# block 1

**Block 1: met1 routing**

Supply wires on this layer in grey.
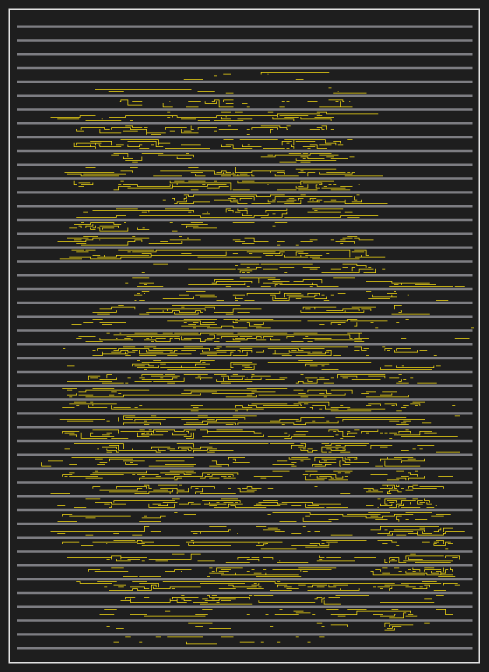

$ cat config.mk
export PLATFORM = sky130hd
export DESIGN_NAME = crank_wheel_gen
export DESIGN_NICKNAME = d
export VERILOG_FILES = /design/src/rtl/crank_wheel_gen.sv
export SDC_FILE = /design/constraint.sdc
export NUM_CORES = 1
export LEC_CHECK = 0
export CAP_MARGIN = 5
export CORE_ASPECT_RATIO = 1.4
export CORE_UTILIZATION = 41
export DETAILED_ROUTE_END_ITERATION = 10
export PLACE_DENSITY = 0.69
export SLEW_MARGIN = 10
export SYNTH_ARGS = -nofsm -noshare
export SYNTH_HDL_FRONTEND = slang
export SYNTH_SLANG_ARGS = --single-unit
export TNS_END_PERCENT = 5
$ cat constraint.sdc
create_clock -name clk -period 4.9 [get_ports clk]
set_clock_uncertainty 0.15 [all_clocks]
set_input_delay 0.98 -clock clk [delete_from_list [all_inputs] [get_ports clk]]
set_output_delay 0.98 -clock clk [all_outputs]
set_load 0.005 [all_outputs]
$ cat src/rtl/crank_wheel_gen.sv
// crank_wheel_gen: toothed-crank (60-2) waveform synthesiser; in: clk, rst, enable_i, invert_i, period_i; out: cap_out_o, tooth_num_o, gap_o, rev_pulse_o, running_o
module crank_wheel_gen #(
  parameter int PER_WIDTH     = 24,
  parameter int TEETH_TOTAL   = 60,
  parameter int TEETH_MISSING = 2,
  parameter int TCNT_WIDTH    = 6
) (
  input  logic                  clk,
  input  logic                  rst,
  input  logic                  enable_i,
  input  logic                  invert_i,
  input  logic [PER_WIDTH-1:0]  period_i,
  output logic                  cap_out_o,
  output logic [TCNT_WIDTH-1:0] tooth_num_o,
  output logic                  gap_o,
  output logic                  rev_pulse_o,
  output logic                  running_o
);
  typedef enum logic [1:0] {IDLE, HIGH, LOW, GAP} state_t;
  localparam logic [TCNT_WIDTH-1:0] LAST_SLOT = TCNT_WIDTH'(TEETH_TOTAL - 1);
  localparam logic [TCNT_WIDTH-1:0] FIRST_GAP = TCNT_WIDTH'(TEETH_TOTAL - TEETH_MISSING);
  state_t                state_q, state_d;
  logic [PER_WIDTH-1:0]  per_q, per_d, half_q, half_d, tick_q, tick_d;
  logic [TCNT_WIDTH-1:0] slot_q, slot_d, next_slot;
  logic                  per_ok, slot_end;
  assign per_ok    = period_i >= PER_WIDTH'(2);
  assign slot_end  = tick_q == per_q - PER_WIDTH'(1);
  assign next_slot = slot_q == LAST_SLOT ? '0 : slot_q + TCNT_WIDTH'(1);
  always_comb begin
    state_d = state_q;
    per_d   = per_q;
    half_d  = half_q;
    tick_d  = tick_q + PER_WIDTH'(1);
    slot_d  = slot_q;
    if (!enable_i) begin
      state_d = IDLE;
      tick_d  = '0;
      slot_d  = '0;
    end else begin
      unique case (state_q)
        IDLE: begin
          tick_d = '0;
          slot_d = '0;
          if (per_ok) begin
            state_d = HIGH;
            per_d   = period_i;
            half_d  = period_i >> 1;
          end
        end
        HIGH: state_d = tick_q == half_q - PER_WIDTH'(1) ? LOW : HIGH;
        default: if (slot_end) begin
          // Slot boundary: period is re-sampled here only, so mid-slot writes never shorten a slot.
          tick_d  = '0;
          per_d   = period_i;
          half_d  = period_i >> 1;
          slot_d  = per_ok ? next_slot : '0;
          state_d = !per_ok ? IDLE : (next_slot >= FIRST_GAP ? GAP : HIGH);
        end
      endcase
    end
  end
  // Outputs are registered from the next state so they appear together with it.
  always_ff @(posedge clk) begin
    if (rst) begin
      state_q     <= IDLE;
      per_q       <= '0;
      half_q      <= '0;
      tick_q      <= '0;
      slot_q      <= '0;
      cap_out_o   <= invert_i;
      tooth_num_o <= '0;
      gap_o       <= 1'b0;
      rev_pulse_o <= 1'b0;
      running_o   <= 1'b0;
    end else begin
      state_q     <= state_d;
      per_q       <= per_d;
      half_q      <= half_d;
      tick_q      <= tick_d;
      slot_q      <= slot_d;
      cap_out_o   <= (state_d == HIGH) ^ invert_i;
      tooth_num_o <= slot_d;
      gap_o       <= state_d == GAP;
      rev_pulse_o <= state_d == HIGH && slot_d == '0 && tick_d == '0;
      running_o   <= state_d != IDLE;
    end
  end
endmodule

# block 2

===== src/rtl/vga_layer_compositor.sv =====
// VGA timing generator and N-layer solid-rectangle compositor with per-frame shadowed geometry.
// Optional output dimming is enabled by defining VIDEO_DIM_EN.
module vga_layer_compositor #(
    parameter int H_ACTIVE = 640,
    parameter int H_FP     = 16,
    parameter int H_SYNC   = 96,
    parameter int H_BP     = 48,
    parameter int V_ACTIVE = 480,
    parameter int V_FP     = 10,
    parameter int V_SYNC   = 2,
    parameter int V_BP     = 33,
    parameter bit SYNC_POL = 1'b0,
    parameter int CLK_DIV  = 4,
    parameter int N_LAYERS = 8
) (
    input  logic                   clk,
    input  logic                   rst,
    input  logic [12*N_LAYERS-1:0] layer_x,
    input  logic [12*N_LAYERS-1:0] layer_y,
    input  logic [12*N_LAYERS-1:0] layer_w,
    input  logic [12*N_LAYERS-1:0] layer_h,
    input  logic [12*N_LAYERS-1:0] layer_color,
    input  logic [N_LAYERS-1:0]    layer_visible,
    input  logic [11:0]            bg_color,
    input  logic [1:0]             dim,
    output logic                   HS,
    output logic                   VS,
    output logic [3:0]             vgaRed,
    output logic [3:0]             vgaGreen,
    output logic [3:0]             vgaBlue,
    output logic [11:0]            hcount,
    output logic [11:0]            vcount,
    output logic                   frame_start
);

    localparam int H_TOTAL = H_ACTIVE + H_FP + H_SYNC + H_BP;
    localparam int V_TOTAL = V_ACTIVE + V_FP + V_SYNC + V_BP;
    localparam logic [11:0] H_LAST   = 12'(H_TOTAL - 1);
    localparam logic [11:0] V_LAST   = 12'(V_TOTAL - 1);
    localparam logic [11:0] H_VIS    = 12'(H_ACTIVE);
    localparam logic [11:0] V_VIS    = 12'(V_ACTIVE);
    localparam logic [11:0] HS_START = 12'(H_ACTIVE + H_FP);
    localparam logic [11:0] HS_END   = 12'(H_ACTIVE + H_FP + H_SYNC);
    localparam logic [11:0] VS_START = 12'(V_ACTIVE + V_FP);
    localparam logic [11:0] VS_END   = 12'(V_ACTIVE + V_FP + V_SYNC);
    localparam int DIV_W = (CLK_DIV > 1) ? $clog2(CLK_DIV) : 1;
    localparam logic [DIV_W-1:0] DIV_LAST = DIV_W'(CLK_DIV - 1);

    logic [DIV_W-1:0] div_cnt;
    logic             pix_en;
    logic [11:0]      h_cnt;
    logic [11:0]      v_cnt;
    logic             frame_end;

    logic [11:0]         sh_x     [N_LAYERS];
    logic [11:0]         sh_y     [N_LAYERS];
    logic [11:0]         sh_w     [N_LAYERS];
    logic [11:0]         sh_h     [N_LAYERS];
    logic [11:0]         sh_color [N_LAYERS];
    logic [N_LAYERS-1:0] sh_vis;

    logic                hs0, vs0, active0;
    logic [N_LAYERS-1:0] hit_d, hit_q;
    logic                hs1, vs1, active1;
    logic [11:0]         col_sel, col_out, col_q;
    logic                hs2, vs2;

    // With CLK_DIV=1 the divider is stuck at 0 == DIV_LAST, so pix_en is constant 1.
    assign pix_en    = (div_cnt == DIV_LAST);
    assign frame_end = pix_en && (h_cnt == H_LAST) && (v_cnt == V_LAST);

    always_ff @(posedge clk or negedge rst) begin
        if (!rst) begin
            div_cnt <= '0;
        end else if (pix_en) begin
            div_cnt <= '0;
        end else begin
            div_cnt <= div_cnt + DIV_W'(1);
        end
    end

    always_ff @(posedge clk or negedge rst) begin
        if (!rst) begin
            h_cnt <= '0;
            v_cnt <= '0;
        end else if (pix_en) begin
            if (h_cnt == H_LAST) begin
                h_cnt <= '0;
                v_cnt <= (v_cnt == V_LAST) ? 12'd0 : v_cnt + 12'd1;
            end else begin
                h_cnt <= h_cnt + 12'd1;
            end
        end
    end

    always_ff @(posedge clk or negedge rst) begin
        if (!rst) begin
            frame_start <= 1'b0;
        end else begin
            frame_start <= frame_end;
        end
    end

    // Geometry is captured only at the last pixel of the frame so a frame never mixes old and new layouts.
    always_ff @(posedge clk or negedge rst) begin
        if (!rst) begin
            for (int i = 0; i < N_LAYERS; i++) begin
                sh_x[i]     <= '0;
                sh_y[i]     <= '0;
                sh_w[i]     <= '0;
                sh_h[i]     <= '0;
                sh_color[i] <= '0;
            end
            sh_vis <= '0;
        end else if (frame_end) begin
            for (int i = 0; i < N_LAYERS; i++) begin
                sh_x[i]     <= layer_x[12*i +: 12];
                sh_y[i]     <= layer_y[12*i +: 12];
                sh_w[i]     <= layer_w[12*i +: 12];
                sh_h[i]     <= layer_h[12*i +: 12];
                sh_color[i] <= layer_color[12*i +: 12];
            end
            sh_vis <= layer_visible;
        end
    end

    always_comb begin
        hs0     = ((h_cnt >= HS_START) && (h_cnt < HS_END)) ? SYNC_POL : ~SYNC_POL;
        vs0     = ((v_cnt >= VS_START) && (v_cnt < VS_END)) ? SYNC_POL : ~SYNC_POL;
        active0 = (h_cnt < H_VIS) && (v_cnt < V_VIS);
    end

    // Right/bottom edges are summed at 13 bits so large x+w never wraps back into view.
    always_comb begin
        hit_d = '0;
        for (int i = 0; i < N_LAYERS; i++) begin
            hit_d[i] = sh_vis[i]
                && (h_cnt >= sh_x[i])
                && ({1'b0, h_cnt} < ({1'b0, sh_x[i]} + {1'b0, sh_w[i]}))
                && (v_cnt >= sh_y[i])
                && ({1'b0, v_cnt} < ({1'b0, sh_y[i]} + {1'b0, sh_h[i]}));
        end
    end

    always_ff @(posedge clk or negedge rst) begin
        if (!rst) begin
            hit_q   <= '0;
            hs1     <= ~SYNC_POL;
            vs1     <= ~SYNC_POL;
            active1 <= 1'b0;
        end else if (pix_en) begin
            hit_q   <= hit_d;
            hs1     <= hs0;
            vs1     <= vs0;
            active1 <= active0;
        end
    end

    // Walking from the highest index down leaves the lowest-index hit as the winner.
    always_comb begin
        col_sel = bg_color;
        for (int i = N_LAYERS - 1; i >= 0; i--) begin
            if (hit_q[i]) begin
                col_sel = sh_color[i];
            end
        end
        if (!active1) begin
            col_sel = '0;
        end
    end

`ifdef VIDEO_DIM_EN
    assign col_out = {col_sel[11:8] >> dim, col_sel[7:4] >> dim, col_sel[3:0] >> dim};
`else
    logic unused_dim;
    assign unused_dim = ^dim;
    assign col_out    = col_sel;
`endif

    always_ff @(posedge clk or negedge rst) begin
        if (!rst) begin
            col_q <= '0;
            hs2   <= ~SYNC_POL;
            vs2   <= ~SYNC_POL;
        end else if (pix_en) begin
            col_q <= col_out;
            hs2   <= hs1;
            vs2   <= vs1;
        end
    end

    assign HS       = hs2;
    assign VS       = vs2;
    assign vgaRed   = col_q[11:8];
    assign vgaGreen = col_q[7:4];
    assign vgaBlue  = col_q[3:0];
    assign hcount   = h_cnt;
    assign vcount   = v_cnt;

endmodule


===== config.mk =====
export PLATFORM = sky130hd
export DESIGN_NAME = vga_layer_compositor
export DESIGN_NICKNAME = d
export VERILOG_FILES = /design/src/rtl/vga_layer_compositor.sv
export SDC_FILE = /design/constraint.sdc
export NUM_CORES = 1
export LEC_CHECK = 0
export CAP_MARGIN = 20
export CORE_MARGIN = 10
export CORE_UTILIZATION = 50
export CTS_CLUSTER_DIAMETER = 150
export DETAILED_ROUTE_END_ITERATION = 8
export PLACE_DENSITY_LB_ADDON = 0.1
export SYNTH_ARGS = -nofsm -noshare
export SYNTH_HDL_FRONTEND = slang
export SYNTH_SLANG_ARGS = --single-unit
export TNS_END_PERCENT = 10

===== constraint.sdc =====
create_clock -name clk -period 4.95 [get_ports clk]
set_input_delay 0.495 -clock clk [delete_from_list [all_inputs] [get_ports clk]]
set_output_delay 0.495 -clock clk [all_outputs]
set_load 0.02 [all_outputs]

**Block 1: congestion heat map**

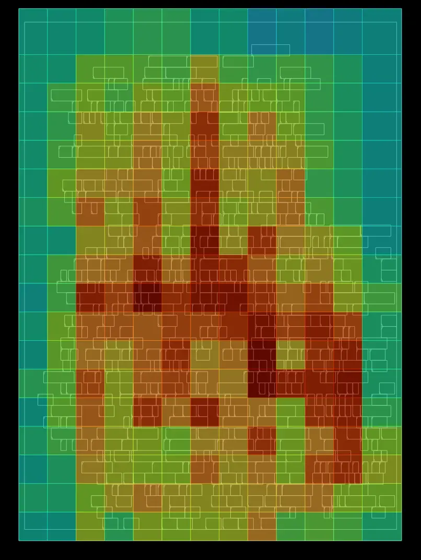
post-DR wirelength/cell: 16.7 um
met3 global-route usage: 0.0479
grt met1 use: 0.229
core occupancy in the finished layout: 0.484
GR peak layer: met2

## Picture notes: 'met1 routing' of block 1
share of all routed wire	39%
main direction	horizontal
nets with wire on the layer	568
wire length on this layer	4730 um
longest straight run	38.2 um

==> run notes, block 1 <==
* result of the run: complete, no violations
* Post-Route WL: 12.3 mm
* clock root buffer: sky130_fd_sc_hd__clkbuf_16
* number of buffers inserted during clock tree synthesis: 9
* first-pass GRT wire length: 20.4 mm
* buffer levels on the longest clock path: 2
* Gates resized, CTS repair: 0
* number of DRC violations after detailed-routing iteration 0: 151
* Flop area: 1200 um2
* final setup vio count: 0
* number of cells after detailed placement: 719
* standard-cell rows: 45
* Layout Area Growth over Synthesis: 13.5%
* number of clock sinks seen by CTS: 60
* GP Congestion: 0.930
* Floorplan Nets: 624
* routed wire length on met3: 546 um
* cell chain of the critical path: inv_1, ha_1, nor3b_2, nand4_1, or3_1, a22oi_1, nand4b_2, a2111oi_4, nor2_1, nand2_1, nor2_1
* largest stage delay on the critical path: 0.60 ns
* post-synthesis share of cell area spent on full adders, half adders and majority gates: 0.0134
* cell class contributing the biggest share of worst-path delay: simple AND/OR/NAND/NOR gates
* Post-synth EDFFs: 0
* peak fanout along the critical path: 23
* cells in synth_stat.txt: 591
## block 1: final timing paths
| check | start | endpoint | slack, ns | cells past startpoint |
|---|---|---|---|---|
| worst min register to register | tick_q[0]$_SDFF_PP0_ | tick_q[0]$_SDFF_PP0_ | 0.39 | 1 |
| worst max-delay path | per_q[1]$_SDFFE_PP0P_ | tick_q[12]$_SDFF_PP0_ | 0.85 | 11 |
| worst min-delay path | tick_q[0]$_SDFF_PP0_ | tick_q[0]$_SDFF_PP0_ | 0.39 | 1 |
| worst max register to register | per_q[1]$_SDFFE_PP0P_ | tick_q[12]$_SDFF_PP0_ | 0.85 | 11 |
## block 1: power by group through the flow
| stage | Clock (W) | Combinational (W) | Sequential, W |
|---|---|---|---|
| after global routing | 0.000674 | 0.000300 | 0.000544 |
| after CTS | 0.000647 | 0.000272 | 0.000541 |
| final | 0.000633 | 0.000273 | 0.000541 |
| after global placement | 0 | 0.000268 | 0.000550 |
| after detailed placement | 0 | 0.000270 | 0.000551 |
| after floorplan | 0 | 0.000225 | 0.000521 |
## block 1: sequential cells by signal, indices dropped and copies added, names as in the netlist
signal,flops
cap_out_o,1
gap_o,1
per_q,24
rev_pulse_o,1
running_o,1
slot_q,6
state_q,2
tick_q,24
**Block 2: local utilization**

29 x 29 tiles, from white (low) to dark blue (high), 0 to 100% covered.
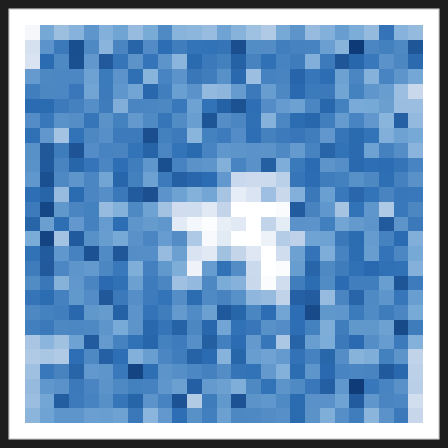
tiles over 75% full	14%
mean over tiles	52%
emptiest ninth of the die	centre
core box area: 73200 um2
fraction of the core area occupied by cells at floorplan: 0.507
core occupancy in the finished layout: 0.626

==> run notes, block 2 <==
* result of the run: complete, no violations
* DR vias: 32000
* Sw Ratio: 0.226
* Via density: 5.48
* number of cells after detailed placement: 5718
* Yosys top cell area share: 0.362
* number of DRC violations after detailed-routing iteration 0: 1849
* buffer levels on the longest clock path: 3
* clock edge transition at the registers on the reported setup and hold paths: 0.06 ns
* # IOs: 543
* standard-cell rows: 99
* startpoint types: register
* overall die area: 85500 um2
* top cell type by total area after synthesis: sky130_fd_sc_hd__dfrtp_1
* most common logic cell in the routed design: sky130_fd_sc_hd__nand2_1
* routed wire length on met3: 7.04 mm
* met3 global-route usage: 0.0540
* quantity of I/O buffers inserted on ports: 540
* peak fanout along the critical path: 3
-- block 2: cell families (layout without fill, tap and decap cells) --
kind of cell | Yosys count | in the layout | share of synthesized area
buf+inv | 381 | 962 | 0.0442
other cells | 0 | 12 | 0
compound gates | 916 | 916 | 0.152
fa+ha+maj | 582 | 582 | 0.200
mux | 41 | 41 | 0.0116
flops | 540 | 540 | 0.364
simple gates | 1671 | 1671 | 0.189
xor+xnor | 167 | 167 | 0.0394
-- block 2: critical path, delay by kind of cell (launching register included) --
family	cells	cell delay, ns
AOI/OAI and AO/OA	9	1.75
xor gates and xnor gates	1	0.09
adders and majority gates	3	0.74
buffers and inverters	1	0.08
DFF	1	0.40
and+or+nand+nor	4	0.86
-- block 2: registers in the layout, summed over array words and instances, names as in the netlist, 2 cells and up --
register / count
sh_color: 96
sh_h: 96
sh_w: 96
sh_x: 96
sh_y: 96
col_q: 12
hcount: 12
vcount: 12
hit_q: 8
sh_vis: 8
div_cnt: 2

# block 3

### config.mk
export PLATFORM = sky130hd
export DESIGN_NAME = barrel_shifter_pipe
export DESIGN_NICKNAME = d
export VERILOG_FILES = /design/src/rtl/barrel_shifter_pipe.sv
export SDC_FILE = /design/constraint.sdc
export NUM_CORES = 1
export LEC_CHECK = 0
export CAP_MARGIN = 20
export CORE_MARGIN = 2
export CORE_UTILIZATION = 53
export DETAILED_ROUTE_END_ITERATION = 7
export GPL_TIMING_DRIVEN = 0
export PLACE_DENSITY = 0.88
export SLEW_MARGIN = 20
export SYNTH_ARGS = -nofsm -noshare
export SYNTH_HDL_FRONTEND = slang
export SYNTH_SLANG_ARGS = --single-unit
export TNS_END_PERCENT = 100
### constraint.sdc
create_clock -name clk -period 2.4 [get_ports clk]
set_clock_uncertainty 0.2 [all_clocks]
set_input_delay 0.72 -clock clk [delete_from_list [all_inputs] [get_ports clk]]
set_output_delay 0.72 -clock clk [all_outputs]
set_load 0.05 [all_outputs]
### src/rtl/barrel_shifter_pipe.sv
// Pipelined barrel shifter: one registered stage per shift-amount bit, with
// valid/ready flow control that collapses bubbles and stalls only when full.
`timescale 1ns/1ps
module barrel_shifter_pipe #(
  parameter  int WIDTH  = 32,
  parameter  int USER_W = 4,
  localparam int SW     = $clog2(WIDTH)
) (
  input  logic              clk,
  input  logic              rst_n,
  input  logic              i_valid,
  output logic              o_ready,
  input  logic [WIDTH-1:0]  i_data,
  input  logic [2:0]        i_ctrl,
  input  logic [SW-1:0]     i_amt,
  input  logic [USER_W-1:0] i_user,
  output logic              o_valid,
  input  logic              i_ready,
  output logic [WIDTH-1:0]  o_data,
  output logic [USER_W-1:0] o_user,
  output logic              o_illegal
);

  logic [WIDTH-1:0]  data_q [SW];
  logic [2:0]        ctrl_q [SW];
  logic [SW-1:0]     amt_q  [SW];
  logic [USER_W-1:0] user_q [SW];
  logic [SW-1:0]     vld_q;
  logic [SW-1:0]     ill_q;
  logic              rdy_q;

  logic [WIDTH-1:0]  data_d [SW];
  logic [2:0]        ctrl_d [SW];
  logic [SW-1:0]     amt_d  [SW];
  logic [USER_W-1:0] user_d [SW];
  logic [SW-1:0]     vld_d;
  logic [SW-1:0]     ill_d;
  logic [SW-1:0]     ld;
  logic [SW-1:0]     en;

  function automatic logic [WIDTH-1:0] shiftBy(input logic [WIDTH-1:0] d,
                                               input logic [2:0] mode,
                                               input int s);
    logic [WIDTH-1:0] r;
    case (mode)
      3'b001:  r = d >> s;
      3'b010:  r = $signed(d) >>> s;
      3'b011:  r = (d >> s) | (d << (WIDTH - s));
      3'b100:  r = d << s;
      3'b110:  r = (d << s) | (d >> (WIDTH - s));
      default: r = d;
    endcase
    return r;
  endfunction

  // Stage k may load if any stage from k to the output is empty, or the output drains.
  always_comb begin
    logic allFull;
    allFull = 1'b1;
    ld      = '0;
    for (int k = SW - 1; k >= 0; k--) begin
      allFull = allFull & vld_q[k];
      ld[k]   = i_ready | ~allFull;
    end
  end

  assign o_ready = rdy_q & ld[0];

  for (genvar k = 0; k < SW; k++) begin : g_stage
    logic [WIDTH-1:0]  srcData;
    logic [2:0]        srcCtrl;
    logic [SW-1:0]     srcAmt;
    logic [USER_W-1:0] srcUser;
    logic              srcVld;
    logic              srcIll;

    if (k == 0) begin : g_head
      assign srcData = i_data;
      assign srcCtrl = i_ctrl;
      assign srcAmt  = i_amt;
      assign srcUser = i_user;
      assign srcVld  = i_valid;
      assign srcIll  = (i_ctrl == 3'b101) || (i_ctrl == 3'b111);
      assign en[k]   = o_ready;
    end else begin : g_body
      assign srcData = data_q[k-1];
      assign srcCtrl = ctrl_q[k-1];
      assign srcAmt  = amt_q[k-1];
      assign srcUser = user_q[k-1];
      assign srcVld  = vld_q[k-1];
      assign srcIll  = ill_q[k-1];
      assign en[k]   = ld[k];
    end

    assign data_d[k] = srcAmt[k] ? shiftBy(srcData, srcCtrl, 1 << k) : srcData;
    assign ctrl_d[k] = srcCtrl;
    assign amt_d[k]  = srcAmt;
    assign user_d[k] = srcUser;
    assign vld_d[k]  = srcVld;
    assign ill_d[k]  = srcIll;
  end

  // rdy_q holds o_ready low through reset and releases it on the first edge after.
  always_ff @(posedge clk or negedge rst_n) begin
    if (!rst_n) begin
      rdy_q <= 1'b0;
      vld_q <= '0;
      ill_q <= '0;
      for (int k = 0; k < SW; k++) begin
        data_q[k] <= '0;
        ctrl_q[k] <= '0;
        amt_q[k]  <= '0;
        user_q[k] <= '0;
      end
    end else begin
      rdy_q <= 1'b1;
      for (int k = 0; k < SW; k++) begin
        if (en[k]) begin
          vld_q[k]  <= vld_d[k];
          ill_q[k]  <= ill_d[k];
          data_q[k] <= data_d[k];
          ctrl_q[k] <= ctrl_d[k];
          amt_q[k]  <= amt_d[k];
          user_q[k] <= user_d[k];
        end
      end
    end
  end

  assign o_valid   = vld_q[SW-1];
  assign o_data    = data_q[SW-1];
  assign o_user    = user_q[SW-1];
  assign o_illegal = ill_q[SW-1];

endmodule

**Block 3: met1 routing**

Supply wires on this layer in grey.
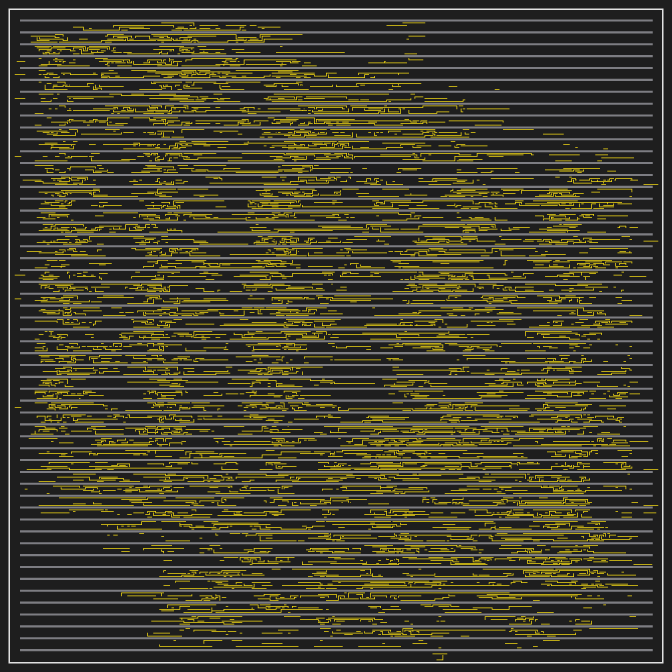
main direction	horizontal
share of all routed wire	39%
longest straight run	31.7 um
wire length on this layer	12600 um

**Block 3: congestion heat map**

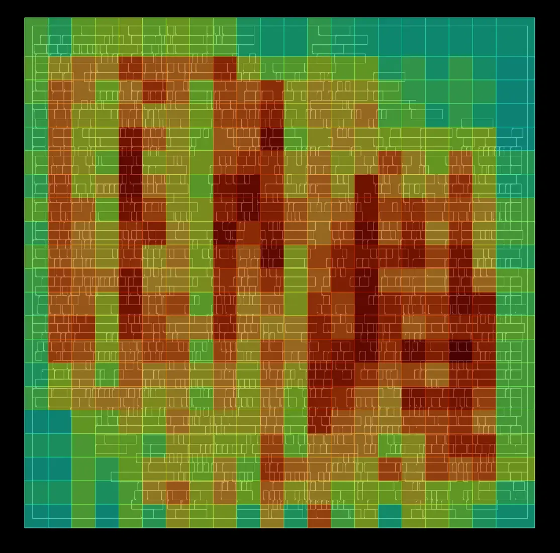
global-route track usage on met2: 0.524
Total GRT Usage: 0.301
post-DR wirelength/cell: 19.5 um
grt met1 use: 0.361

**Block 3: placement by cell class**

Scale bar: 50 um. Fill, decap, tap and diode cells in grey.
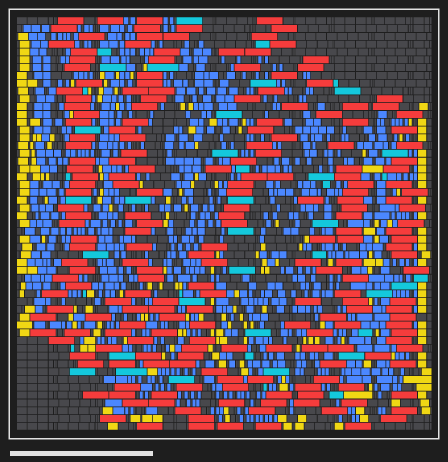
colour	class	cells	share of their area
cyan	clock drivers and dummy loads	44	6.4%
red	flops	213	41%
yellow	other buffers and delay cells	215	11%
blue	combinational and other logic	920	41%

==> run notes <==
* result of the run: complete, but fails checks
* violated checks: setup timing
* area taken by multi-input logic gates: 5300 um2
* final setup vio count: 1
* standby leakage power: 5.56 nW
* count of plain and timing-repair buffers: 215
* setup repair bufs after CTS: 6
* Max-slew headroom: 0.351
* sequential power: 0.00618 W
* Tmin final: 2.69 ns
* crit path setup slack, layout: -0.294 ns
* aggregate global routing overflow: 0
* peak fanout along the critical path: 4
* share of the yosys chip area belonging to registers: 0.476
* cell class contributing the biggest share of worst-path delay: buffers and inverters
* seq_cells: 213
* quantity of I/O buffers inserted on ports: 84
* worst path bufs/invs: 4
-- cell usage after synthesis (all sizes together), types with 2 or more instances --
| cell type | n | area share |
|---|---|---|
| buf | 56 | 0.028 |
| o2bb2ai | 39 | 0.032 |
| a211oi | 34 | 0.023 |
| inv | 2 | 0.00067 |
| a22oi | 27 | 0.018 |
| nand2 | 253 | 0.085 |
| dfrtp | 213 | 0.48 |
| nor3b | 20 | 0.013 |
| o32ai | 2 | 0.0016 |
| a22o | 27 | 0.021 |
| nand2b | 16 | 0.0089 |
| clkbuf | 64 | 0.022 |
| o21ai | 177 | 0.079 |
| nor3 | 14 | 0.0063 |
| o211ai | 3 | 0.0029 |
| nor2b | 5 | 0.0028 |
| and2 | 20 | 0.011 |
| o21a | 15 | 0.010 |
| o31ai | 25 | 0.017 |
| or2 | 3 | 0.0017 |
| a21oi | 26 | 0.012 |
| o221ai | 16 | 0.018 |
| o211a | 3 | 0.0027 |
| mux2 | 11 | 0.011 |
| nor2 | 103 | 0.035 |
| a21boi | 4 | 0.0027 |
| a221oi | 67 | 0.052 |


==> notes/layouts.md <==
Pictures saved along the way, in no particular order.

Metal 4.
Plate I
Scale bar: 50 um. Supply wires on this layer in grey.
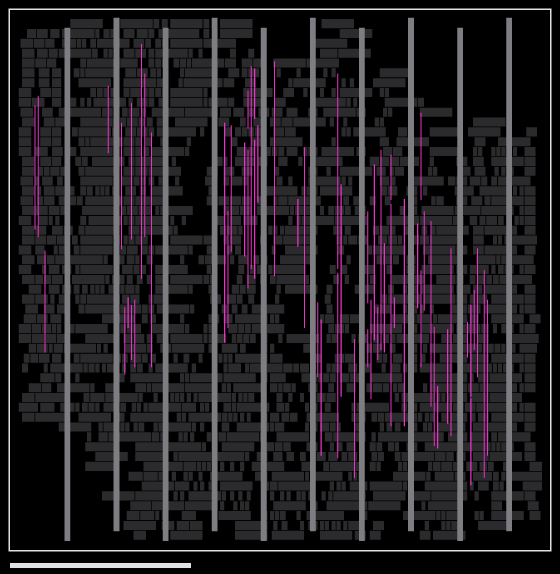
Plate II
Scale bar: 100 um. Supply wires on this layer in grey.
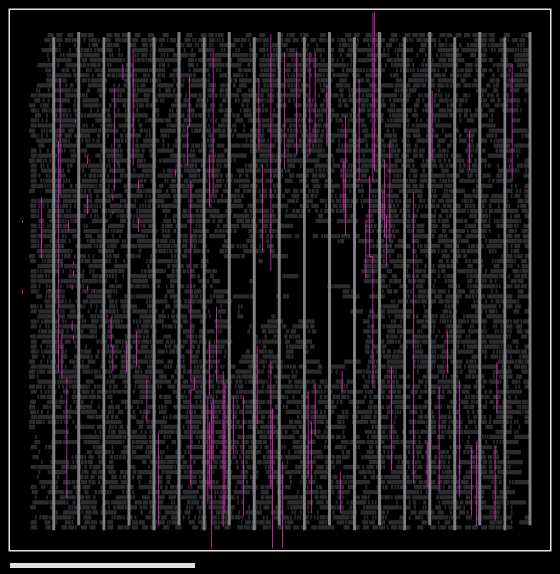
Plate III
Scale bar: 20 um. Supply wires on this layer in grey.
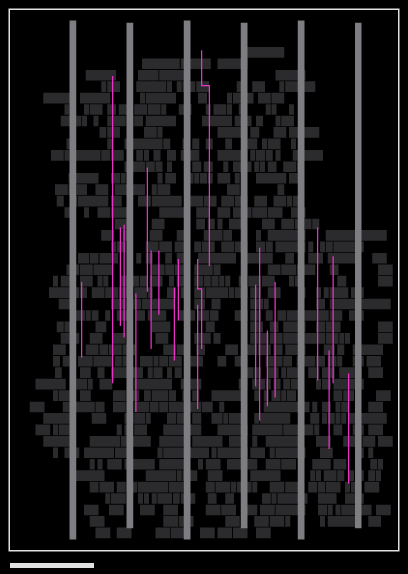
block 3: Plate I
block 2: Plate II
block 1: Plate III

Power and IR drop assume default switching activity.
